# stream_packer

**stream_packer: floorplan with the power grid**

Scale bar: 20 um. Pins as bars on the die edge.
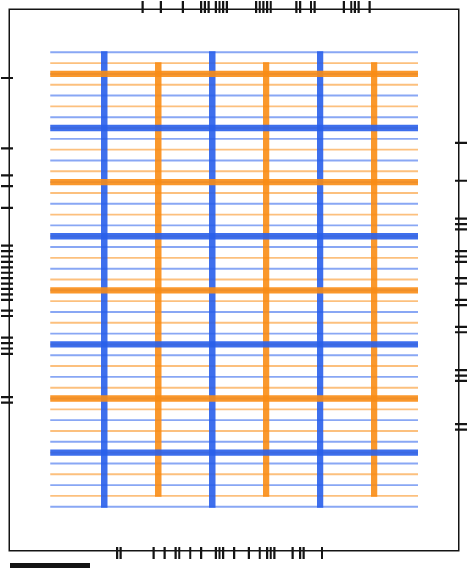

File: src/rtl/stream_packer.sv
// stream_packer: packs WORDS narrow words from an unstallable source into a valid/ready payload stream.
// Ports: clk, reset_n (async active-low), enable (global freeze when low), word_valid/word_in (source strobe),
//   out_valid/out_ready/payload_out (master port, word k at [k*WORD_WIDTH +: WORD_WIDTH]),
//   overflow (sticky drop flag) / clear_overflow, flush (only when STREAM_PACKER_FLUSH_EN is defined).
module stream_packer #(
  parameter int WORD_WIDTH = 16,
  parameter int WORDS      = 4
) (
  input  logic                        clk,
  input  logic                        reset_n,
  input  logic                        enable,
  input  logic                        word_valid,
  input  logic [WORD_WIDTH-1:0]       word_in,
  output logic                        out_valid,
  input  logic                        out_ready,
  output logic [WORD_WIDTH*WORDS-1:0] payload_out,
  output logic                        overflow,
`ifdef STREAM_PACKER_FLUSH_EN
  input  logic                        flush,
`endif
  input  logic                        clear_overflow
);
  localparam int CW = $clog2(WORDS);
  localparam int PW = WORD_WIDTH * WORDS;
  logic [CW-1:0] count_q, count_d;
  logic [PW-1:0] acc_q, acc_d, payload_q, payload_d, acc_w, done_acc;
  logic          pending_q, pending_d, out_valid_q, out_valid_d, overflow_q, overflow_d;
  logic          take_out, take_word, done, slot_free;
  logic [CW:0]   filled;
  always_comb begin
    take_out  = enable & out_valid_q & out_ready;
    take_word = enable & word_valid & ~pending_q;
    slot_free = ~out_valid_q | take_out;
    acc_w = acc_q;
    for (int k = 0; k < WORDS; k++)
      if (take_word && count_q == CW'(k)) acc_w[k*WORD_WIDTH +: WORD_WIDTH] = word_in;
    filled   = {1'b0, count_q} + {{CW{1'b0}}, take_word};
    done     = filled == (CW+1)'(WORDS);
    done_acc = acc_w;
`ifdef STREAM_PACKER_FLUSH_EN
    // A flush completes whatever is held (including this cycle's word), zeroing the unfilled upper words.
    if (enable && flush && !pending_q && |filled) begin
      done = 1'b1;
      for (int k = 0; k < WORDS; k++)
        if ((CW+1)'(k) >= filled) done_acc[k*WORD_WIDTH +: WORD_WIDTH] = '0;
    end
`endif
    count_d     = done ? '0 : filled[CW-1:0];
    acc_d       = done_acc;
    payload_d   = payload_q;
    pending_d   = pending_q;
    out_valid_d = out_valid_q;
    // Completion and a pending drain are exclusive: nothing is accepted while pending.
    if (pending_q && take_out) begin
      payload_d = acc_q;
      pending_d = 1'b0;
    end else if (done) begin
      payload_d   = slot_free ? done_acc : payload_q;
      out_valid_d = slot_free ? 1'b1 : out_valid_q;
      pending_d   = ~slot_free;
    end else if (take_out) begin
      out_valid_d = 1'b0;
    end
    overflow_d = (enable & word_valid & pending_q) | (overflow_q & ~(enable & clear_overflow));
  end
  always_ff @(posedge clk or negedge reset_n) begin
    if (!reset_n) begin
      count_q     <= '0;
      acc_q       <= '0;
      payload_q   <= '0;
      pending_q   <= 1'b0;
      out_valid_q <= 1'b0;
      overflow_q  <= 1'b0;
    end else begin
      count_q     <= count_d;
      acc_q       <= acc_d;
      payload_q   <= payload_d;
      pending_q   <= pending_d;
      out_valid_q <= out_valid_d;
      overflow_q  <= overflow_d;
    end
  end
  assign out_valid   = out_valid_q;
  assign payload_out = payload_q;
  assign overflow    = overflow_q;
endmodule

File: config.mk
export PLATFORM = sky130hd
export DESIGN_NAME = stream_packer
export DESIGN_NICKNAME = d
export VERILOG_FILES = /design/src/rtl/stream_packer.sv
export SDC_FILE = /design/constraint.sdc
export NUM_CORES = 1
export LEC_CHECK = 0
export ABC_CLOCK_PERIOD_IN_PS = 6950
export CAP_MARGIN = 20
export CORE_ASPECT_RATIO = 1.25
export CORE_MARGIN = 10
export CORE_UTILIZATION = 48
export CTS_CLUSTER_SIZE = 40
export DETAILED_ROUTE_END_ITERATION = 10
export GPL_ROUTABILITY_DRIVEN = 0
export GPL_TIMING_DRIVEN = 1
export HOLD_SLACK_MARGIN = 0.05
export PLACE_DENSITY = 0.72
export SLEW_MARGIN = 20
export SYNTH_ARGS = -nofsm -noshare
export SYNTH_HDL_FRONTEND = slang
export SYNTH_SLANG_ARGS = --single-unit
File: constraint.sdc
create_clock -name clk -period 6.95 [get_ports clk]
set_clock_uncertainty 0.05 [all_clocks]
set_input_delay 1.39 -clock clk [delete_from_list [all_inputs] [get_ports clk]]
set_output_delay 1.39 -clock clk [all_outputs]
set_load 0.01 [all_outputs]
# kamacore_stage_mem

==> config.mk <==
export PLATFORM = sky130hd
export DESIGN_NAME = kamacore_stage_mem
export DESIGN_NICKNAME = d
export VERILOG_FILES = /design/src/rtl/kamacore_pkg.sv /design/src/rtl/kamacore_load_align.sv /design/src/rtl/kamacore_stage_mem.sv
export SDC_FILE = /design/constraint.sdc
export NUM_CORES = 1
export LEC_CHECK = 0
export CAP_MARGIN = 5
export CORE_MARGIN = 5
export CORE_UTILIZATION = 40
export DETAILED_ROUTE_END_ITERATION = 8
export PLACE_DENSITY = 0.8
export SLEW_MARGIN = 10
export SYNTH_ARGS = -nofsm -noshare
export SYNTH_HDL_FRONTEND = slang
export SYNTH_HIERARCHICAL = 1
export SYNTH_SLANG_ARGS = --single-unit
export TNS_END_PERCENT = 50
==> constraint.sdc <==
create_clock -name clk -period 1.9 [get_ports clk]
set_input_delay 0.285 -clock clk [delete_from_list [all_inputs] [get_ports clk]]
set_output_delay 0.285 -clock clk [all_outputs]
set_load 0.03 [all_outputs]
==> src/rtl/kamacore_pkg.sv <==
// Shared types and constants for the kamacore memory stage.
// Control word layout, load/store funct3 encodings and the memory FSM states.
package kamacore_pkg;

    localparam int CPU_WIDTH = 32;

    typedef struct packed {
        logic reg_write;
        logic mem_to_reg;
        logic mem_read;
        logic mem_write;
    } ctrl_t;

    localparam logic [2:0] F3_LB  = 3'b000;
    localparam logic [2:0] F3_LH  = 3'b001;
    localparam logic [2:0] F3_LW  = 3'b010;
    localparam logic [2:0] F3_LBU = 3'b100;
    localparam logic [2:0] F3_LHU = 3'b101;
    localparam logic [2:0] F3_SB  = 3'b000;
    localparam logic [2:0] F3_SH  = 3'b001;
    localparam logic [2:0] F3_SW  = 3'b010;

    typedef enum logic [0:0] {
        IDLE     = 1'b0,
        WAIT_RSP = 1'b1
    } mem_state_e;

    // Byte enables for an access; funct3[1:0] encodes the size (byte/half/word).
    function automatic logic [3:0] lane_be(input logic [2:0] funct3, input logic [1:0] off);
        case (funct3[1:0])
            2'b00:   lane_be = 4'b0001 << off;
            2'b01:   lane_be = off[1] ? 4'b1100 : 4'b0011;
            default: lane_be = 4'b1111;
        endcase
    endfunction

endpackage

==> src/rtl/kamacore_load_align.sv <==
// Load data alignment: picks the addressed byte/half from the raw bus word and
// sign- or zero-extends it according to funct3.
module kamacore_load_align
    import kamacore_pkg::*;
(
    input  logic [CPU_WIDTH-1:0] rdata,
    input  logic [1:0]           off,
    input  logic [2:0]           funct3,
    output logic [CPU_WIDTH-1:0] result
);

    logic [7:0]  byte_s;
    logic [15:0] half_s;

    // Lane selection from the byte offset within the word
    always_comb begin
        byte_s = 8'h00;
        case (off)
            2'b00:   byte_s = rdata[7:0];
            2'b01:   byte_s = rdata[15:8];
            2'b10:   byte_s = rdata[23:16];
            2'b11:   byte_s = rdata[31:24];
            default: byte_s = 8'h00;
        endcase
        half_s = off[1] ? rdata[31:16] : rdata[15:0];
    end

    // Extension by load type
    always_comb begin
        result = '0;
        case (funct3)
            F3_LB:   result = {{24{byte_s[7]}}, byte_s};
            F3_LBU:  result = {24'h000000, byte_s};
            F3_LH:   result = {{16{half_s[15]}}, half_s};
            F3_LHU:  result = {16'h0000, half_s};
            F3_LW:   result = rdata;
            default: result = rdata;
        endcase
    end

endmodule

==> src/rtl/kamacore_stage_mem.sv <==
// Memory stage: EX/MEM -> data-memory port -> MEM/WB, with stall and response timeout.
// Optional build macro KAMACORE_MEM_MISALIGN_TRAP_EN traps misaligned accesses.
module kamacore_stage_mem
    import kamacore_pkg::*;
#(
    parameter int ADDR_WIDTH  = 32,
    parameter int RSP_TIMEOUT = 255
) (
    input  logic                  clk,
    input  logic                  rst,
    input  logic                  ex_mem_valid,
    input  logic [CPU_WIDTH-1:0]  ex_mem_alu_result,
    input  logic [CPU_WIDTH-1:0]  ex_mem_rs2_data,
    input  logic [31:0]           ex_mem_instruction,
    input  ctrl_t                 ex_mem_control_signals,
    output logic                  stall,
    output logic                  dmem_req_valid,
    input  logic                  dmem_req_ready,
    output logic [ADDR_WIDTH-1:0] dmem_req_addr,
    output logic                  dmem_req_we,
    output logic [3:0]            dmem_req_be,
    output logic [CPU_WIDTH-1:0]  dmem_req_wdata,
    input  logic                  dmem_rsp_valid,
    input  logic [CPU_WIDTH-1:0]  dmem_rsp_rdata,
    output logic                  mem_wb_valid,
    output logic [CPU_WIDTH-1:0]  mem_wb_result,
    output logic [31:0]           mem_wb_instruction,
    output ctrl_t                 mem_wb_control_signals,
    output logic                  mem_wb_bus_err
`ifdef KAMACORE_MEM_MISALIGN_TRAP_EN
    ,
    output logic                  mem_wb_misaligned
`endif
);

    localparam logic [7:0] TMO_LAST = 8'(RSP_TIMEOUT - 1);

    mem_state_e           state_r;
    logic [7:0]           tmo_cnt_r;
    logic [2:0]           funct3_s;
    logic                 is_mem_s;
    logic [1:0]           off_s;
    logic                 trap_s;
    logic                 req_valid_s;
    logic                 store_done_s;
    logic                 load_go_s;
    logic                 rsp_done_s;
    logic                 tmo_s;
    logic                 stall_s;
    logic [CPU_WIDTH-1:0] load_data_s;

    assign funct3_s = ex_mem_instruction[14:12];
    assign is_mem_s = ex_mem_valid & (ex_mem_control_signals.mem_read | ex_mem_control_signals.mem_write);

    // Effective byte offset: low bits that cannot be honoured for the size are dropped
    always_comb begin
        off_s = 2'b00;
        case (funct3_s[1:0])
            2'b00:   off_s = ex_mem_alu_result[1:0];
            2'b01:   off_s = {ex_mem_alu_result[1], 1'b0};
            default: off_s = 2'b00;
        endcase
    end

`ifdef KAMACORE_MEM_MISALIGN_TRAP_EN
    logic misalign_s;

    // Misalignment detect for half and word accesses
    always_comb begin
        misalign_s = 1'b0;
        case (funct3_s[1:0])
            2'b01:   misalign_s = ex_mem_alu_result[0];
            2'b10:   misalign_s = (ex_mem_alu_result[1:0] != 2'b00);
            default: misalign_s = 1'b0;
        endcase
    end

    assign trap_s = is_mem_s & (state_r == IDLE) & misalign_s;
`else
    assign trap_s = 1'b0;
`endif

    assign req_valid_s  = rst & (state_r == IDLE) & is_mem_s & ~trap_s;
    assign store_done_s = req_valid_s & dmem_req_ready & ex_mem_control_signals.mem_write;
    assign load_go_s    = req_valid_s & dmem_req_ready & ~ex_mem_control_signals.mem_write;
    assign rsp_done_s   = (state_r == WAIT_RSP) & dmem_rsp_valid;
    assign tmo_s        = (state_r == WAIT_RSP) & ~dmem_rsp_valid & (tmo_cnt_r == TMO_LAST);

    // Stall holds upstream until the access completes; gated by reset so outputs clear at once
    always_comb begin
        stall_s = 1'b0;
        if (!rst) begin
            stall_s = 1'b0;
        end else if (state_r == WAIT_RSP) begin
            stall_s = ~(rsp_done_s | tmo_s);
        end else begin
            stall_s = is_mem_s & ~(store_done_s | trap_s);
        end
    end

    assign stall = stall_s;

    // Request port drive: lane-aligned data, word-aligned address
    always_comb begin
        dmem_req_valid = 1'b0;
        dmem_req_addr  = '0;
        dmem_req_we    = 1'b0;
        dmem_req_be    = 4'b0000;
        dmem_req_wdata = '0;
        if (req_valid_s) begin
            dmem_req_valid = 1'b1;
            dmem_req_addr  = {ex_mem_alu_result[ADDR_WIDTH-1:2], 2'b00};
            dmem_req_we    = ex_mem_control_signals.mem_write;
            dmem_req_be    = lane_be(funct3_s, off_s);
            if (ex_mem_control_signals.mem_write) begin
                case (funct3_s[1:0])
                    2'b00:   dmem_req_wdata = {4{ex_mem_rs2_data[7:0]}};
                    2'b01:   dmem_req_wdata = {2{ex_mem_rs2_data[15:0]}};
                    default: dmem_req_wdata = ex_mem_rs2_data;
                endcase
            end else begin
                dmem_req_wdata = '0;
            end
        end else begin
            dmem_req_valid = 1'b0;
        end
    end

    kamacore_load_align u_load_align (
        .rdata  (dmem_rsp_rdata),
        .off    (off_s),
        .funct3 (funct3_s),
        .result (load_data_s)
    );

    // Access FSM, timeout counter and MEM/WB register
    always_ff @(posedge clk or negedge rst) begin
        if (!rst) begin
            state_r                <= IDLE;
            tmo_cnt_r              <= 8'd0;
            mem_wb_valid           <= 1'b0;
            mem_wb_result          <= '0;
            mem_wb_instruction     <= 32'h0000_0000;
            mem_wb_control_signals <= '0;
            mem_wb_bus_err         <= 1'b0;
`ifdef KAMACORE_MEM_MISALIGN_TRAP_EN
            mem_wb_misaligned      <= 1'b0;
`endif
        end else begin
            case (state_r)
                IDLE: begin
                    tmo_cnt_r <= 8'd0;
                    if (load_go_s) begin
                        state_r      <= WAIT_RSP;
                        mem_wb_valid <= 1'b0;
                    end else if (stall_s) begin
                        mem_wb_valid <= 1'b0;
                    end else begin
                        mem_wb_valid           <= ex_mem_valid;
                        mem_wb_result          <= ex_mem_alu_result;
                        mem_wb_instruction     <= ex_mem_instruction;
                        mem_wb_control_signals <= ex_mem_control_signals;
                        mem_wb_bus_err         <= 1'b0;
`ifdef KAMACORE_MEM_MISALIGN_TRAP_EN
                        mem_wb_misaligned      <= trap_s;
`endif
                    end
                end
                WAIT_RSP: begin
                    if (rsp_done_s || tmo_s) begin
                        state_r                <= IDLE;
                        tmo_cnt_r              <= 8'd0;
                        mem_wb_valid           <= 1'b1;
                        mem_wb_result          <= rsp_done_s ? load_data_s : '0;
                        mem_wb_instruction     <= ex_mem_instruction;
                        mem_wb_control_signals <= ex_mem_control_signals;
                        mem_wb_bus_err         <= ~rsp_done_s;
`ifdef KAMACORE_MEM_MISALIGN_TRAP_EN
                        mem_wb_misaligned      <= 1'b0;
`endif
                    end else begin
                        tmo_cnt_r    <= tmo_cnt_r + 8'd1;
                        mem_wb_valid <= 1'b0;
                    end
                end
                default: begin
                    state_r      <= IDLE;
                    tmo_cnt_r    <= 8'd0;
                    mem_wb_valid <= 1'b0;
                end
            endcase
        end
    end

endmodule
# led_code_tx

### config.mk
export PLATFORM = sky130hd
export DESIGN_NAME = led_code_tx
export DESIGN_NICKNAME = d
export VERILOG_FILES = /design/src/rtl/led_code_tx.sv
export SDC_FILE = /design/constraint.sdc
export NUM_CORES = 1
export LEC_CHECK = 0
export ABC_AREA = 1
export CORE_MARGIN = 2
export CORE_UTILIZATION = 51
export DETAILED_ROUTE_END_ITERATION = 10
export GPL_TIMING_DRIVEN = 0
export PLACE_DENSITY = 0.71
export SETUP_SLACK_MARGIN = 0.1
export SLEW_MARGIN = 5
export SYNTH_ARGS = -nofsm -noshare
export SYNTH_HDL_FRONTEND = slang
export SYNTH_SLANG_ARGS = --single-unit
### constraint.sdc
create_clock -name clk -period 2.44 [get_ports clk]
set_clock_uncertainty 0.15 [all_clocks]
set_input_delay 0.488 -clock clk [delete_from_list [all_inputs] [get_ports clk]]
set_output_delay 0.488 -clock clk [all_outputs]
set_load 0.1 [all_outputs]
### src/rtl/led_code_tx.sv
// Blink-code LED transmitter: sends a code word MSB first as long (1) or short (0)
// LED marks, each bit padded to four units, followed by an LED-off inter-word gap.
module led_code_tx #(
    parameter int DIV_BITS   = 15,
    parameter int UNIT_TICKS = 100,
    parameter int NBITS      = 8,
    parameter int GAP_UNITS  = 8
) (
    input  logic             clk,
    input  logic             rst,
    input  logic             cmd_valid,
    output logic             cmd_ready,
    input  logic [NBITS-1:0] cmd_data,
    output logic             led_out,
    output logic             busy
);

    // Handshake: a word transfers on any posedge where cmd_valid && cmd_ready;
    // cmd_ready is high only in IDLE, so inputs are ignored for the whole word.

    localparam int MAX_UNITS = (GAP_UNITS > 3) ? GAP_UNITS : 3;
    localparam int PH_MAX    = MAX_UNITS * UNIT_TICKS;
    localparam int CW        = (PH_MAX > 1) ? $clog2(PH_MAX) : 1;
    localparam int BW        = (NBITS > 1) ? $clog2(NBITS) : 1;

    localparam logic [CW-1:0] LAST_1U  = CW'(UNIT_TICKS - 1);
    localparam logic [CW-1:0] LAST_3U  = CW'(3 * UNIT_TICKS - 1);
    localparam logic [CW-1:0] LAST_GAP = CW'(GAP_UNITS * UNIT_TICKS - 1);

    typedef enum logic [1:0] {IDLE, MARK, SPACE, GAP} state_t;

    // state is left as a plain named signal so checkers can bind to it directly
    state_t              state;
    state_t              state_next;
    logic [DIV_BITS-1:0] presc;
    logic [CW-1:0]       phase_cnt;
    logic [CW-1:0]       phase_last;
    logic [BW-1:0]       bit_idx;
    logic [NBITS-1:0]    shreg;
    logic                tick;
    logic                phase_end;
    logic                accept;
    logic                cur_bit;

    assign cmd_ready = (state == IDLE);
    assign busy      = (state != IDLE);

    always_comb begin
        cur_bit    = shreg[NBITS-1];
        tick       = &presc;
        accept     = (state == IDLE) && cmd_valid;
        phase_last = LAST_1U;
        case (state)
            MARK:    phase_last = cur_bit ? LAST_3U : LAST_1U;
            SPACE:   phase_last = cur_bit ? LAST_1U : LAST_3U;
            GAP:     phase_last = LAST_GAP;
            default: phase_last = LAST_1U;
        endcase
        phase_end = (state != IDLE) && tick && (phase_cnt == phase_last);

        state_next = state;
        case (state)
            IDLE:  if (cmd_valid) state_next = MARK;
            MARK:  if (phase_end) state_next = SPACE;
            SPACE: if (phase_end) state_next = (bit_idx == '0) ? GAP : MARK;
            GAP:   if (phase_end) state_next = IDLE;
            default: state_next = IDLE;
        endcase
    end

    always_ff @(posedge clk) begin
        if (rst) begin
            state     <= IDLE;
            presc     <= '0;
            phase_cnt <= '0;
            bit_idx   <= '0;
            shreg     <= '0;
            led_out   <= 1'b0;
        end else begin
            state   <= state_next;
            // LED is a registered copy of the phase, so it can only move at phase edges
            led_out <= (state_next == MARK);
            if (accept) begin
                presc     <= '0;
                phase_cnt <= '0;
                shreg     <= cmd_data;
                bit_idx   <= BW'(NBITS - 1);
            end else if (state != IDLE) begin
                presc <= presc + 1'b1;
                if (tick) begin
                    phase_cnt <= phase_end ? '0 : phase_cnt + 1'b1;
                end
                if (state == SPACE && phase_end) begin
                    shreg   <= shreg << 1;
                    bit_idx <= bit_idx - 1'b1;
                end
            end
        end
    end

endmodule

==> screenshots <==
Track usage over the die.
image #1
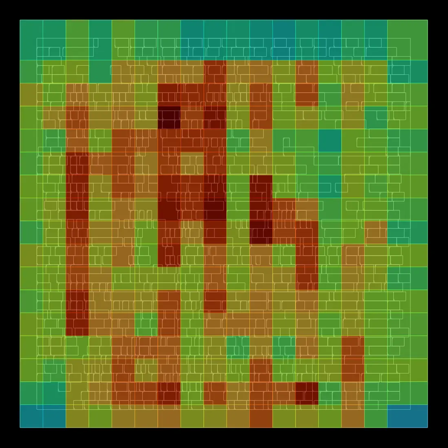
image #2
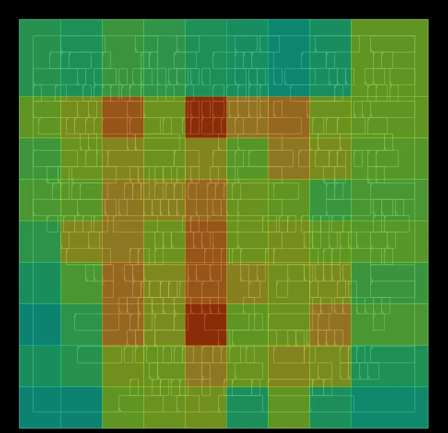
image #3
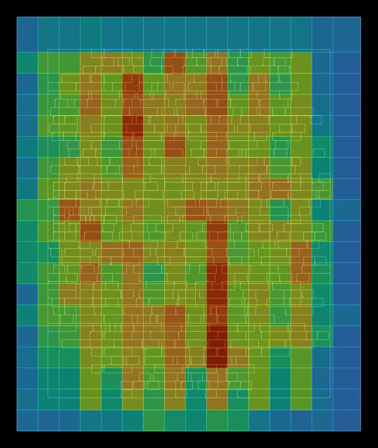
- led_code_tx = image #2
- kamacore_stage_mem = image #1
- stream_packer = image #3
Of these, highest track usage: image #1
Of these, least wire per cell: image #2

**led_code_tx: clock distribution**

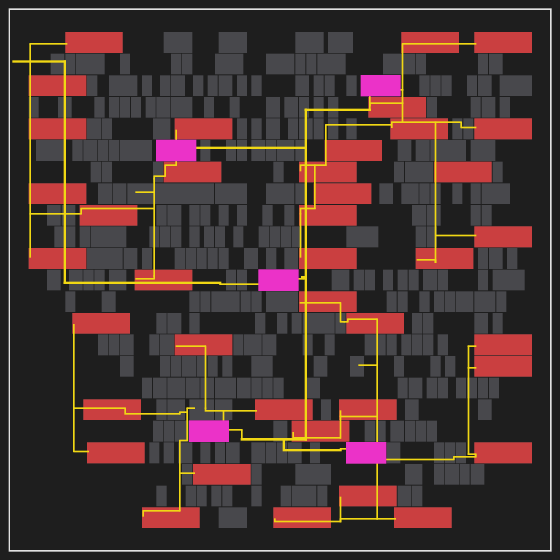
yellow -> clock wires  # length 506 um
red -> flip-flops  # count 39
magenta -> clock-net drivers  # count 5
routed clock nets = 6
insertion delay to the later sink of the worst-skew pair: 0.30 ns
share of power burned in the clock network: 0.400
Clock net power: 0.000543 W

**led_code_tx: placement by cell class**

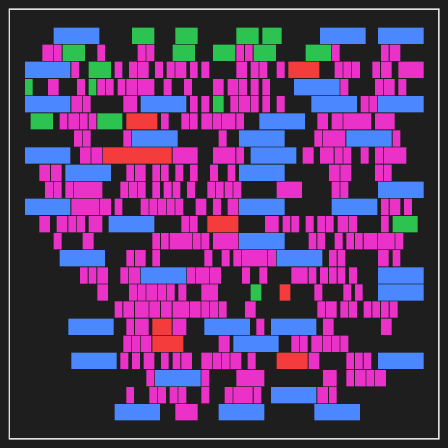
green -> remaining buffers and delay cells  # cells 17, share of their area 6.4%
blue -> registers  # cells 39, share of their area 34%
red -> clock drivers and dummy loads  # cells 8, share of their area 4.8%
magenta -> remaining logic cells  # cells 280, share of their area 55%

==> flow_summary.rst, led_code_tx <==
Physical design figures
=======================

.. list-table::
   :header-rows: 1

   * - Metric
     - Value
   * - Result of the run
     - completed
   * - Global routing usage summed across all routing layers
     - 0.210
   * - Depth of the worst hold-timing path
     - 2
   * - Power Combinational
     - 0.000153 W
   * - Pre-Repair DR Iteration Count
     - 4
   * - Number of global-route vias before repair
     - 1647
   * - CP required
     - about 1.8 ns
   * - Die width
     - 68.0 um
   * - Post-synth tally of flip-flops with integrated enable
     - 0
   * - Standard-cell rows
     - 23
   * - CTS Sinks
     - 39
   * - Global-route congestion overflow total
     - 0
   * - Total routed wire length on the met1 layer
     - 2070 um
   * - Number of logic gates
     - between 200 and 250
   * - Fin area
     - between 2000 and 2500 um^2
   * - Registers, synthesis
     - 39
   * - Placement Setup Slack
     - 0.00843 ns
   * - Sequential cell area share
     - 0.327
   * - Kind of end point of the critical path
     - primary output
   * - Sequential-cell power consumption
     - 0.000662 W
   * - # nets final
     - 358
   * - Pins over their slew limit
     - 0
   * - Die span in y
     - 68.0 um
   * - Startpoint kind of the worst setup timing path
     - flop
   * - Total of fill cells in the finished design
     - 388
==> led_code_tx: metrics by stage <==
step / hold slack [ns] / setup TNS (ns)
2_1_floorplan: 0.307 / 0
3_3_place_gp: 0.318 / -0.000558
3_5_place_dp: 0.323 / 0
4_1_cts: 0.334 / 0
5_1_grt: 0.347 / 0
6_report: 0.332 / 0
==> led_code_tx: cell families (layout without fill, tap and decap cells) <==
group | Yosys count | after routing | synth area share
AOI/OAI and AO/OA | 27 | 27 | 0.0665
xor gates and xnor gates | 2 | 2 | 0.00838
adders and majority gates | 4 | 4 | 0.0240
buffers and inverters | 56 | 76 | 0.105
DFF | 39 | 39 | 0.374
and+or+nand+nor | 196 | 196 | 0.422
==> led_code_tx: worst paths after layout <==
check                           slack, ns                       from                       to
worst min register to register       0.33    bit_idx[2]$_SDFFE_PP0P_  bit_idx[2]$_SDFFE_PP0P_
worst max register to register       0.37  phase_cnt[0]$_SDFFE_PP0P_    shreg[5]$_SDFFE_PP0P_
worst min-delay path                 0.33    bit_idx[2]$_SDFFE_PP0P_  bit_idx[2]$_SDFFE_PP0P_
worst max-delay path                 0.25        state[0]$_SDFF_PP0_                     busy
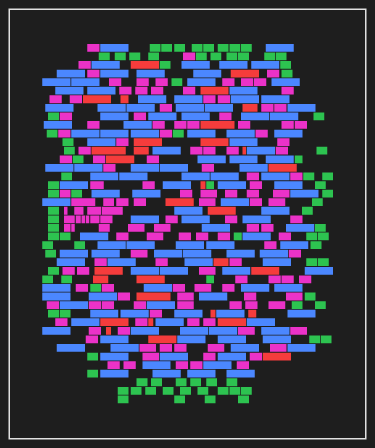
**Above:** stream_packer (placement by cell class).
blue -> registers  # cells 133, share of their area 51%
magenta -> remaining logic cells  # cells 145, share of their area 26%
red -> clock drivers and dummy loads  # cells 31, share of their area 9.4%
green -> remaining buffers and delay cells  # cells 90, share of their area 14%
post-layout util: 0.631
sequential cell area share: 0.499
standard-cell rows: 42

About 'floorplan with the power grid' of stream_packer:
blue -> VSS
orange -> VDD
met1 rails = 43
signal pins = 88

==> flow_summary.rst, stream_packer <==
Physical design figures
=======================

.. list-table::
   :header-rows: 1

   * - Metric
     - Value
   * - Via-per-instance ratio
     - 5.18
   * - Global-route congestion overflow total
     - 0
   * - CP startpoint
     - enable
   * - Instance count of the mapped netlist
     - 292
   * - Top post-synthesis cells by area
     - sky130_fd_sc_hd__dfrtp_1 65%, sky130_fd_sc_hd__mux2_2 23%, sky130_fd_sc_hd__mux2_4 5.8%
   * - Total cells reported by yosys after synthesis
     - 292
   * - Combinational cell fraction of total power
     - 0.288
   * - Critical Path Max Stage Delay
     - a little under 0.9 ns
   * - Final cell count without fillers
     - roughly 530
   * - Tally of OpenROAD warnings
     - 26
   * - Minimum setup slack in the final design
     - 2.32 ns
   * - Initial core utilization
     - 0.487
   * - Count of endpoints failing hold in the final timing report
     - 0
   * - Die span in y
     - 136 um
   * - DRT iter0 DRCs
     - 76
   * - Final-report setup violation count
     - 0
   * - Std-Cell Core Area
     - 10600 um^2
   * - Setup repair after global routing missed its margin
     - false
   * - Final-layout clock-cell area share
     - 0.0914
   * - End of the worst register-to-register path
     - payload_out[25]$_DFFE_PN0P_
   * - Pins over their slew limit
     - 0
   * - Layout Area Growth over Synthesis
     - 29.6%
   * - Startpoint kind of the worst setup timing path
     - input port
   * - Result of the run
     - completed
   * - Chip area
     - 15300 um^2
   * - Via count
     - about 2800
   * - CTS tree
     - done
   * - Leakage power
     - roughly 3.0 nW
   * - Met1 demand-to-capacity share in global routing
     - 0.164
   * - Net switching component of the power
     - 0.000777 W
   * - Layout clock buffer count
     - 22
   * - Number of logic gates
     - around 150
   * - Mean instance size in the synthesized netlist
     - 17.6 um^2
   * - CP required
     - 7.19 ns
stream_packer: power by group through the flow:
| stage | clock network (W) | logic (W) | registers, W |
|---|---|---|---|
| after global placement | 0 | 0.000857 | 0.00125 |
| after detailed placement | 0 | 0.000884 | 0.00126 |
| after global routing | 0.000953 | 0.000950 | 0.00129 |
| final | 0.000903 | 0.000872 | 0.00125 |
| after CTS | 0.000921 | 0.000892 | 0.00125 |
| after floorplan | 0 | 0.000444 | 0.00128 |
stream_packer: cell families (layout without fill, tap and decap cells):
logic type      count (synthesis)  count (layout)  share of synthesized area
flops                         133             133                      0.647
compound gates                  4               4                    0.00827
mux                           129             129                      0.297
simple gates                   10              10                     0.0158
buf+inv                        14             121                     0.0275
fa+ha+maj                       2               2                    0.00486
stream_packer: synth_stat cells (all sizes together):
cell / instances
dfrtp: 133
mux2: 128
buf: 12
nand2: 4
and3b: 2
clkbuf: 2
ha: 2
a22oi: 1
a31oi: 1
a32o: 1
mux2i: 1
nand3: 1
nand3b: 1
nor3b: 1
o21ai: 1
or3b: 1
**kamacore_stage_mem: signal wires by layer**

Scale bar: 20 um.
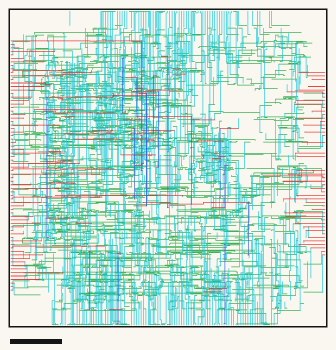
cyan -> M2  # wire length 10600 um
red -> M3  # wire length 1460 um
blue -> M4  # wire length 496 um
green -> M1  # wire length 7830 um
WL final: 20400 um
global routing usage summed across all routing layers: 0.261
routed length per placed instance: 19.6 um
via count: 5475

==> flow_summary.rst, kamacore_stage_mem <==
Physical design figures
=======================

.. list-table::
   :header-rows: 1

   * - Metric
     - Value
   * - Result of the run
     - complete, but fails checks
   * - Failing checks
     - setup timing
   * - Minimum setup slack in the final design
     - -0.0863 ns
   * - Critical path start-end classification
     - reg2out
   * - PortBufs
     - 275
   * - Number of buffers and inverters on the critical path
     - 3
   * - Wire length on met3
     - 1460 um
   * - Async S/R FF share, synth
     - 1.00
   * - Final-report setup violation count
     - 59
   * - Hold Path Class
     - in2async
   * - Largest buffer count on any clock path
     - 2
   * - Combinational cell fraction of total power
     - 0.361
   * - CTS tree
     - done
   * - Multi-input combinational cell area
     - 3110 um^2
   * - Global-route congestion overflow total
     - 0
   * - Pint
     - ~0.0039 W
   * - Proportion of power drawn by flip-flops and latches
     - 0.337
   * - Clock net power
     - about 0.0017 W
   * - Launching point of the worst reg2reg path
     - tmo_cnt_r[0]$_DFF_PN0_
   * - Most common cell after layout, fill and taps aside
     - sky130_fd_sc_hd__clkdlybuf4s50_1
   * - Mean instance size in the synthesized netlist
     - 9.02 um^2
   * - Top library cells by usage in the layout, fill and taps aside
     - 200 x sky130_fd_sc_hd__clkdlybuf4s50_1, 106 x sky130_fd_sc_hd__a21oi_1, 79 x sky130_fd_sc_hd__dfrtp_1, 59 x sky130_fd_sc_hd__buf_4, 57 x sky130_fd_sc_hd__buf_6
## kamacore_stage_mem: through the flow
stage | utilization | power [W]
6_report | 0.727 | 0.00571
5_1_grt | 0.727 | 0.00593
3_5_place_dp | 0.646 | 0.00384
2_1_floorplan | - | 0.00291
4_1_cts | 0.706 | 0.00567
3_3_place_gp | 0.646 | 0.00381
## kamacore_stage_mem: cell families after synthesis
group | count (synthesis)
compound gates | 174
xor+xnor | 3
fa+ha+maj | 2
buf+inv | 52
flops | 79
mux | 55
other cells | 1
simple gates | 195
## kamacore_stage_mem: worst register-to-register path, delay by kind of cell, from the launching register on
family | cells | cell delay [ns]
fa+ha+maj | 1 | 0.19
simple gates | 2 | 0.28
buf+inv | 3 | 0.39
compound gates | 1 | 0.18
mux | 1 | 0.36
flops | 1 | 0.38
## kamacore_stage_mem: registers in the layout, summed over array words and instances (netlist names)
signal	flops
mem_wb_bus_err	1
mem_wb_control_signals	4
mem_wb_instruction	32
mem_wb_result	32
mem_wb_valid	1
state_r	1
tmo_cnt_r	8

# fifo_drain_serializer

**fifo_drain_serializer: clock distribution**

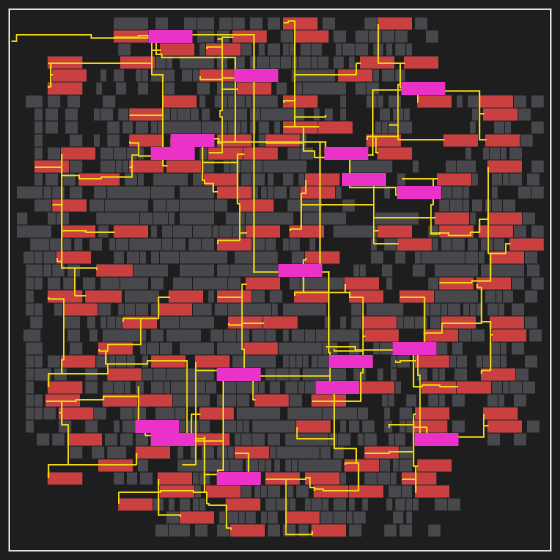

--- config.mk ---
export PLATFORM = sky130hd
export DESIGN_NAME = fifo_drain_serializer
export DESIGN_NICKNAME = d
export VERILOG_FILES = /design/src/rtl/fifo_drain_serializer.sv
export SDC_FILE = /design/constraint.sdc
export NUM_CORES = 1
export LEC_CHECK = 0
export CORE_UTILIZATION = 50
export DETAILED_ROUTE_END_ITERATION = 8
export DONT_BUFFER_PORTS = 1
export PLACE_DENSITY = 0.74
export SLEW_MARGIN = 40
export SYNTH_ARGS = -nofsm -noshare
export SYNTH_HDL_FRONTEND = slang
export SYNTH_SLANG_ARGS = --single-unit
--- constraint.sdc ---
create_clock -name CLK -period 1.7 [get_ports CLK]
set_input_delay 0.255 -clock CLK [delete_from_list [all_inputs] [get_ports CLK]]
set_output_delay 0.255 -clock CLK [all_outputs]
set_load 0.1 [all_outputs]
--- src/rtl/fifo_drain_serializer.sv ---
// Pops wide words from an upstream FIFO and replays each one as narrow beats into a downstream enq.
// Beat order is LSB-first by default; define SERIALIZER_MSB_FIRST_EN for MSB-first.
module fifo_drain_serializer #(
  parameter int unsigned width     = 128,
  parameter int unsigned beatWidth = 32
) (
  input  logic                 CLK,
  input  logic                 nRST,
  input  logic [width-1:0]     in_first,
  input  logic                 in_first__RDY,
  input  logic                 in_deq__RDY,
  output logic                 in_deq__ENA,
  input  logic                 out_enq__RDY,
  output logic                 out_enq__ENA,
  output logic [beatWidth-1:0] out_enq_v,
  output logic                 busy
);

  localparam int unsigned beats = width / beatWidth;
  localparam int unsigned CW    = $clog2(beats) + 1;
  localparam logic [CW-1:0] LAST = CW'(beats - 1);

  typedef enum logic {IDLE, SEND} state_t;

  state_t           state, state_n;
  logic [width-1:0] sr, sr_n;
  logic [CW-1:0]    cnt, cnt_n;
  logic             load;
  logic             last;

  always_ff @(posedge CLK) begin
    if (!nRST) begin
      state <= IDLE;
      sr    <= '0;
      cnt   <= '0;
    end else begin
      state <= state_n;
      sr    <= sr_n;
      cnt   <= cnt_n;
    end
  end

  // Handshakes are gated by nRST so nothing transfers during the reset cycle itself.
  always_comb begin
    state_n      = state;
    sr_n         = sr;
    cnt_n        = cnt;
    load         = in_first__RDY && in_deq__RDY;
    busy         = (state == SEND);
    last         = (cnt == LAST);
    out_enq__ENA = nRST && busy && out_enq__RDY;
    in_deq__ENA  = nRST && load && (!busy || (out_enq__ENA && last));
`ifdef SERIALIZER_MSB_FIRST_EN
    out_enq_v    = sr[width-1 -: beatWidth];
`else
    out_enq_v    = sr[beatWidth-1:0];
`endif

    if (in_deq__ENA) begin
      sr_n    = in_first;
      cnt_n   = '0;
      state_n = SEND;
    end else if (out_enq__ENA) begin
      if (last) begin
        state_n = IDLE;
      end else begin
`ifdef SERIALIZER_MSB_FIRST_EN
        sr_n  = sr << beatWidth;
`else
        sr_n  = sr >> beatWidth;
`endif
        cnt_n = cnt + CW'(1);
      end
    end
  end

endmodule

# trdb_stream_packer

**src/rtl/trdb_pkg.sv**
```systemverilog
// trdb_pkg: shared geometry, state encoding and byte types for the trace
// stream packer (trdb_stream_packer and its optional stats block).
package trdb_pkg;

  // Default packet and output-word geometry, in bytes.
  localparam int PKT_BYTES  = 16;
  localparam int WORD_BYTES = 4;

  // One word's worth of residue minus a byte, plus a full packet: the most
  // the packer ever has to hold at once.
  localparam int BUF_BYTES  = WORD_BYTES - 1 + PKT_BYTES;

  // Width of the optional packet/word statistics counters.
  localparam int STAT_W     = 32;

  // Packer control states.
  typedef enum logic [1:0] {
    IDLE,
    EMIT,
    FLUSH
  } pack_state_e;

  // Byte element and the byte buffer at default geometry; index 0 is the
  // oldest byte, i.e. the next one to leave in an output word.
  typedef logic [7:0] byte_t;
  typedef byte_t [BUF_BYTES-1:0] byte_buf_t;

endpackage

```
**src/rtl/trdb_packer_stats.sv**
```systemverilog
// trdb_packer_stats: accepted-packet and emitted-word counters for the trace
// stream packer. Both wrap naturally; a clear request beats an increment.
module trdb_packer_stats
  import trdb_pkg::*;
(
  input  logic              clk_i,
  input  logic              rst_ni,
  input  logic              clear_i,
  input  logic              pkt_inc_i,
  input  logic              word_inc_i,
  output logic [STAT_W-1:0] pkt_cnt_o,
  output logic [STAT_W-1:0] word_cnt_o
);

  // Counter registers: clear has priority over counting in the same cycle.
  always_ff @(posedge clk_i or negedge rst_ni) begin
    if (!rst_ni) begin
      pkt_cnt_o  <= '0;
      word_cnt_o <= '0;
    end else if (clear_i) begin
      pkt_cnt_o  <= '0;
      word_cnt_o <= '0;
    end else begin
      if (pkt_inc_i)  pkt_cnt_o  <= pkt_cnt_o + STAT_W'(1);
      if (word_inc_i) word_cnt_o <= word_cnt_o + STAT_W'(1);
    end
  end

endmodule

```
**src/rtl/trdb_stream_packer.sv**
```systemverilog
// trdb_stream_packer: packs variable-length trace packets (1..PKT_W/8 bytes)
// back-to-back into WORD_W-bit little-endian words. Bytes that do not fill a
// word stay in the buffer for the next packet or leave as a partial word on
// flush (byte enables mark the valid bytes).
// Optional build macro TRDB_PACKER_STATS_EN adds packet/word counters with
// ports stats_clear_i, pkt_cnt_o and word_cnt_o.
module trdb_stream_packer
  import trdb_pkg::*;
#(
  parameter int PKT_W  = PKT_BYTES * 8,
  parameter int WORD_W = WORD_BYTES * 8,
  parameter int LEN_W  = 5
) (
  input  logic                clk_i,
  input  logic                rst_ni,
  input  logic                pkt_valid_i,
  output logic                pkt_ready_o,
  input  logic [PKT_W-1:0]    pkt_data_i,
  input  logic [LEN_W-1:0]    pkt_len_i,
  input  logic                flush_i,
  output logic                out_valid_o,
  input  logic                out_ready_i,
  output logic [WORD_W-1:0]   out_data_o,
  output logic [WORD_W/8-1:0] out_be_o,
`ifdef TRDB_PACKER_STATS_EN
  input  logic                stats_clear_i,
  output logic [STAT_W-1:0]   pkt_cnt_o,
  output logic [STAT_W-1:0]   word_cnt_o,
`endif
  output logic                idle_o
);

  localparam int PB    = PKT_W / 8;
  localparam int WB    = WORD_W / 8;
  localparam int BUF_B = WB - 1 + PB;
  localparam int BUF_W = BUF_B * 8;
  localparam int CNT_W = $clog2(BUF_B + 1);

  pack_state_e         state_q, state_d;
  logic [CNT_W-1:0]    cnt_q, cnt_d;          // valid bytes held in buf_q
  logic                flush_pend_q, flush_pend_d;
  logic                run_q;                 // first clock after reset seen
  byte_t [BUF_B-1:0]   buf_q, buf_d;

  logic [CNT_W-1:0]    len_c;                 // clamped packet length
  logic [CNT_W-1:0]    total;                 // bytes held after an append
  logic [CNT_W-1:0]    rem;                   // bytes held after one word leaves
  logic [BUF_W-1:0]    ins_data;              // packet aligned to the fill point
  logic [BUF_B-1:0]    ins_mask;              // buffer bytes the packet covers

  // Oversized lengths are clamped to a full packet.
  assign len_c    = (pkt_len_i > LEN_W'(PB)) ? CNT_W'(PB) : CNT_W'(pkt_len_i);
  assign total    = cnt_q + len_c;
  assign rem      = cnt_q - CNT_W'(WB);
  assign ins_data = BUF_W'(pkt_data_i) << {cnt_q, 3'b000};
  assign ins_mask = ((BUF_B'(1) << len_c) - BUF_B'(1)) << cnt_q;

  assign idle_o = (state_q == IDLE) && (cnt_q == '0) && !flush_pend_q;

  // Control registers: state, fill level, deferred flush, out-of-reset flag.
  // NOTE: sequential state uses non-blocking (<=) assignments so every
  // register samples the pre-edge value of its inputs; blocking (=) here
  // would make results depend on block evaluation order.
  always_ff @(posedge clk_i or negedge rst_ni) begin
    if (!rst_ni) begin
      state_q      <= IDLE;
      cnt_q        <= '0;
      flush_pend_q <= 1'b0;
      run_q        <= 1'b0;
    end else begin
      state_q      <= state_d;
      cnt_q        <= cnt_d;
      flush_pend_q <= flush_pend_d;
      run_q        <= 1'b1;
    end
  end

  // Byte buffer storage.
  // NOTE: the buffer is deliberately not reset; cnt_q = 0 marks every byte
  // dead, and output bytes are only driven from positions below cnt_q or
  // while a full word is present, so stale contents never escape.
  always_ff @(posedge clk_i) begin
    buf_q <= buf_d;
  end

  // Next-state, buffer update and output decode.
  always_comb begin
    // NOTE: every signal written below gets a default first so no path
    // leaves one unassigned, which would otherwise infer a latch.
    state_d      = state_q;
    cnt_d        = cnt_q;
    flush_pend_d = flush_pend_q;
    buf_d        = buf_q;
    pkt_ready_o  = 1'b0;
    out_valid_o  = 1'b0;
    out_data_o   = '0;
    out_be_o     = '0;

    unique case (state_q)
      IDLE: begin
        pkt_ready_o = run_q;
        if (run_q && pkt_valid_i) begin
          // Append the packet behind the residue; a flush in the same cycle
          // applies to whatever residue the append leaves.
          for (int i = 0; i < BUF_B; i++) begin
            if (ins_mask[i]) buf_d[i] = ins_data[8*i +: 8];
          end
          cnt_d = total;
          if (total >= CNT_W'(WB)) begin
            state_d      = EMIT;
            flush_pend_d = flush_i;
          end else if (flush_i && (total != '0)) begin
            state_d = FLUSH;
          end
        end else if (flush_i && (cnt_q != '0)) begin
          state_d = FLUSH;
        end
      end

      EMIT: begin
        out_valid_o = 1'b1;
        out_data_o  = buf_q[WB-1:0];
        out_be_o    = '1;
        if (flush_i) flush_pend_d = 1'b1;
        if (out_ready_i) begin
          buf_d = buf_q >> WORD_W;
          cnt_d = rem;
          if (rem < CNT_W'(WB)) begin
            flush_pend_d = 1'b0;
            state_d      = ((flush_pend_q || flush_i) && (rem != '0)) ? FLUSH : IDLE;
          end
        end
      end

      FLUSH: begin
        out_valid_o = 1'b1;
        for (int i = 0; i < WB; i++) begin
          out_data_o[8*i +: 8] = (CNT_W'(i) < cnt_q) ? buf_q[i] : 8'h00;
        end
        out_be_o = (WB'(1) << cnt_q) - WB'(1);
        if (out_ready_i) begin
          cnt_d   = '0;
          state_d = IDLE;
        end
      end

      default: state_d = IDLE;
    endcase
  end

`ifdef TRDB_PACKER_STATS_EN
  // Optional statistics: non-empty packets accepted, words handed off.
  trdb_packer_stats u_stats (
    .clk_i      (clk_i),
    .rst_ni     (rst_ni),
    .clear_i    (stats_clear_i),
    .pkt_inc_i  (pkt_ready_o && pkt_valid_i && (len_c != '0)),
    .word_inc_i (out_valid_o && out_ready_i),
    .pkt_cnt_o  (pkt_cnt_o),
    .word_cnt_o (word_cnt_o)
  );
`endif

endmodule

```
**config.mk**
```make
export PLATFORM = sky130hd
export DESIGN_NAME = trdb_stream_packer
export DESIGN_NICKNAME = d
export VERILOG_FILES = /design/src/rtl/trdb_pkg.sv /design/src/rtl/trdb_packer_stats.sv /design/src/rtl/trdb_stream_packer.sv
export SDC_FILE = /design/constraint.sdc
export NUM_CORES = 1
export LEC_CHECK = 0
export CORE_AREA = 4 4 243 150
export CTS_CLUSTER_DIAMETER = 200
export DETAILED_ROUTE_END_ITERATION = 7
export DIE_AREA = 0 0 247 154
export GPL_TIMING_DRIVEN = 1
export PLACE_DENSITY = 0.7
export SETUP_SLACK_MARGIN = 0.15
export SKIP_LAST_GASP = 1
export SLEW_MARGIN = 20
export SYNTH_ARGS = -nofsm -noshare
export SYNTH_HDL_FRONTEND = slang
export SYNTH_SLANG_ARGS = --single-unit
export TNS_END_PERCENT = 30
```
**constraint.sdc**
```tcl
create_clock -name clk_i -period 3.43 [get_ports clk_i]
set_clock_uncertainty 0.05 [all_clocks]
set_input_delay 0.686 -clock clk_i [delete_from_list [all_inputs] [get_ports clk_i]]
set_output_delay 0.686 -clock clk_i [all_outputs]
set_load 0.005 [all_outputs]
```
**fifo_drain_serializer: track usage over the die**

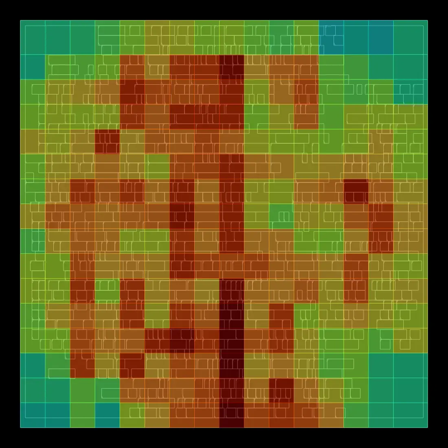
global routing usage summed across all routing layers: 0.257
routed length per placed instance: 22.9 um
GRT busiest layer: met2
post-layout util: 0.680

Notes on 'clock distribution' of fifo_drain_serializer above:
magenta -> clock-net drivers  # count 17
red -> flip-flops  # count 132
yellow -> clock wires  # length 1610 um
flops lie = all over the die

==> flow_summary.rst, fifo_drain_serializer <==
Physical design figures
=======================

.. list-table::
   :header-rows: 1

   * - Metric
     - Value
   * - Result of the run
     - complete, but fails checks
   * - Failing checks
     - hold timing, setup timing
   * - Count of endpoints failing hold in the final timing report
     - 4
   * - Net Count, Synth
     - 886
   * - CTS Sinks
     - 132
   * - Initial antenna violation count
     - 0
   * - Via-per-instance ratio
     - around 6.6
   * - CP required
     - 2.00 ns
   * - Final hold slack
     - -0.0139 ns
   * - Peak ir drop on the vdd network
     - 580 uV
   * - Sequential-cell power consumption
     - 0.00332 W
   * - Worst Hold Path EP
     - sr[123]$_SDFFE_PN0P_
   * - Insertion delay to the later sink of the worst-skew pair
     - 0.41 ns
   * - Met1 demand-to-capacity share in global routing
     - 0.366
   * - Most common cell after layout, fill and taps aside
     - sky130_fd_sc_hd__nand2_1
   * - Switching portion of total power
     - 0.273
   * - Layout Area Growth over Synthesis
     - 32.7%
   * - Top library cells by usage in the layout, fill and taps aside
     - 169 x sky130_fd_sc_hd__nand2_1, 129 x sky130_fd_sc_hd__dfxtp_1, 94 x sky130_fd_sc_hd__o31ai_1, 93 x sky130_fd_sc_hd__a31oi_1, 46 x sky130_fd_sc_hd__buf_4
   * - Clock Pin Slew Worst Setup and Hold Paths
     - 0.06 ns
   * - Largest net degree at the start of global routing
     - 136
   * - Final-report setup violation count
     - around 130
   * - Die width
     - 113 um
   * - Tally of OpenROAD warnings
     - 33
   * - Minimum setup slack in the final design
     - -0.294 ns
   * - Pwr top
     - the clock network
   * - Amount of wire on met2 after detailed routing
     - just over 9000 um
fifo_drain_serializer: cell families (layout without fill, tap and decap cells):
group	after synthesis	in the layout	synth area share
fa+ha+maj	2	2	0.00406
buf+inv	119	153	0.112
simple gates	235	235	0.153
compound gates	262	262	0.300
xor+xnor	1	1	0.00142
flops	132	132	0.429
fifo_drain_serializer: worst max-delay path: stages (launching register included):
cell and delay (ns):
sky130_fd_sc_hd__dfxtp_2 0.34, sky130_fd_sc_hd__ha_4 0.17, sky130_fd_sc_hd__ha_4 0.17, sky130_fd_sc_hd__buf_4 0.14
sky130_fd_sc_hd__and4b_4 0.44, sky130_fd_sc_hd__buf_6 0.15, sky130_fd_sc_hd__buf_12 0.13, sky130_fd_sc_hd__nand2_1 0.07
sky130_fd_sc_hd__a31oi_1 0.28
fifo_drain_serializer: synth_stat cells, drive strengths merged:
cell / number
nand4b: 1
and3: 2
xnor2: 1
and4b: 1
nor2: 2
a21oi: 1
a211oi: 1
o31ai: 96
nand2: 196
ha: 2
o211ai: 32
inv: 2
dfxtp: 132
a21bo: 1
a31oi: 96
clkbuf: 23
a21boi: 34
buf: 94
o21ai: 1
nand3: 33
**trdb_stream_packer: track usage over the die**

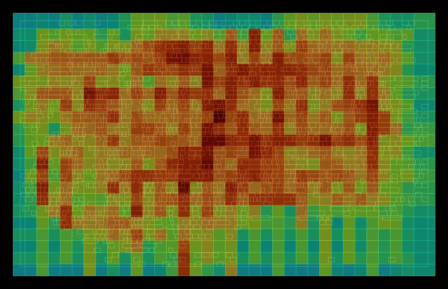
global routing usage summed across all routing layers: 0.298
post-layout util: 0.515
met2 track demand over resource: 0.414

==> flow_summary.rst, trdb_stream_packer <==
Physical design figures
=======================

.. list-table::
   :header-rows: 1

   * - Metric
     - Value
   * - Result of the run
     - completed
   * - Clock root buffer
     - sky130_fd_sc_hd__clkbuf_16
   * - Layout Area Growth over Synthesis
     - 30.5%
   * - Total cells reported by yosys after synthesis
     - 1476
   * - Final hold slack
     - 0.478 ns
   * - CTS tree
     - done
   * - # nets final
     - around 1800
   * - Minimum setup slack in the final design
     - 0.137 ns
   * - Worst slew pin tran
     - 1.00 ns
   * - Global-route congestion overflow total
     - 0
   * - Instance count of the mapped netlist
     - 1476
   * - Power, Total
     - approximately 0.018 W
   * - Crit path DAT
     - 2.56 ns
   * - XOR/XNOR Fraction of Synth Area
     - 0.00387
   * - Number of cell instances on the worst register-to-register path
     - 7
   * - Pre-Repair DR Iteration Count
     - 6
   * - Share of the clock period used by the worst path
     - 0.960
   * - Post-synth tally of flip-flops with integrated enable
     - 152
   * - Cts bufs inserted
     - 17
-- trdb_stream_packer: layer usage --
| layer | track usage | vias to the layer above | share of wire |
|---|---|---|---|
| li1 | - | 6091 | - |
| met1 | 0.425 | 6732 | 0.41 |
| met2 | 0.414 | 937 | 0.41 |
| met3 | 0.116 | 126 | 0.14 |
| met4 | 0.0931 | 0 | 0.036 |
| met5 | 0 | - | 0 |
-- trdb_stream_packer: cell type report --
class                      count  share of cell area
multi-input combinational   1158               0.476
sequential                   161               0.271
timing repair buffer         338               0.185
tap                          467              0.0329
clock buffer                  17              0.0240
clock inverter                13             0.00783
inverter                      16             0.00381
-- trdb_stream_packer: flip-flops by register name, indices dropped and copies added, names as in the netlist --
name,flops
run_q,1
state_q,2
flush_pend_q,1
cnt_q,5
buf_q,152
-- trdb_stream_packer: what timing repair did --
item / CTS / global route
endpoints found under the setup margin: 139 / 133
gates cloned: 5 / 0
resized: 45 / 14
buffers inserted: 10 / 8
pin swaps: 12 / 14


==> screenshots <==
Placement by cell class.
picture 1
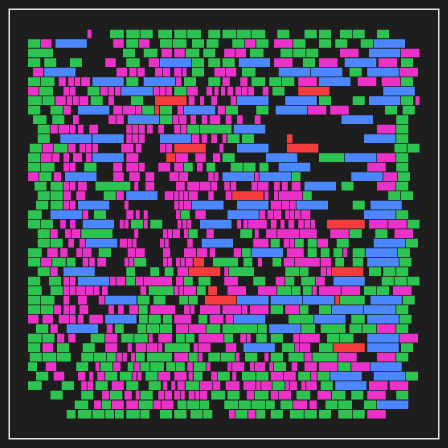
picture 2
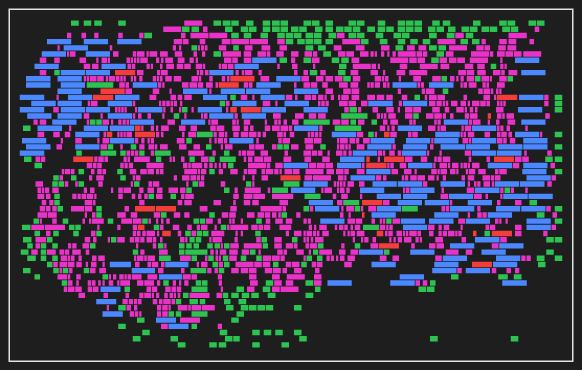
picture 3
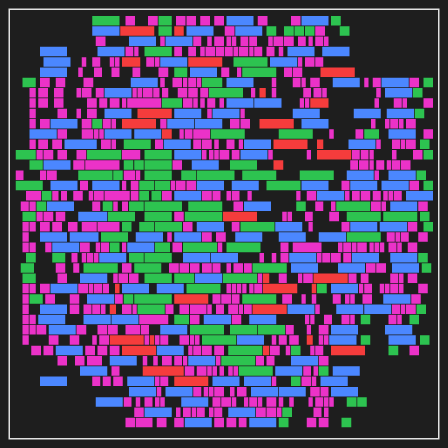
| picture | from |
|---|---|
| picture 2 | trdb_stream_packer |
| picture 3 | fifo_drain_serializer |
| picture 1 | kamacore_stage_mem |

Key to picture 2:
blue -> registers  # cells 161, share of their area 28%
green -> remaining buffers and delay cells  # cells 338, share of their area 19%
magenta -> remaining logic cells  # cells 1174, share of their area 50%
red -> clock drivers and dummy loads  # cells 30, share of their area 3.3%

Power is estimated from default activity; no workload was simulated.
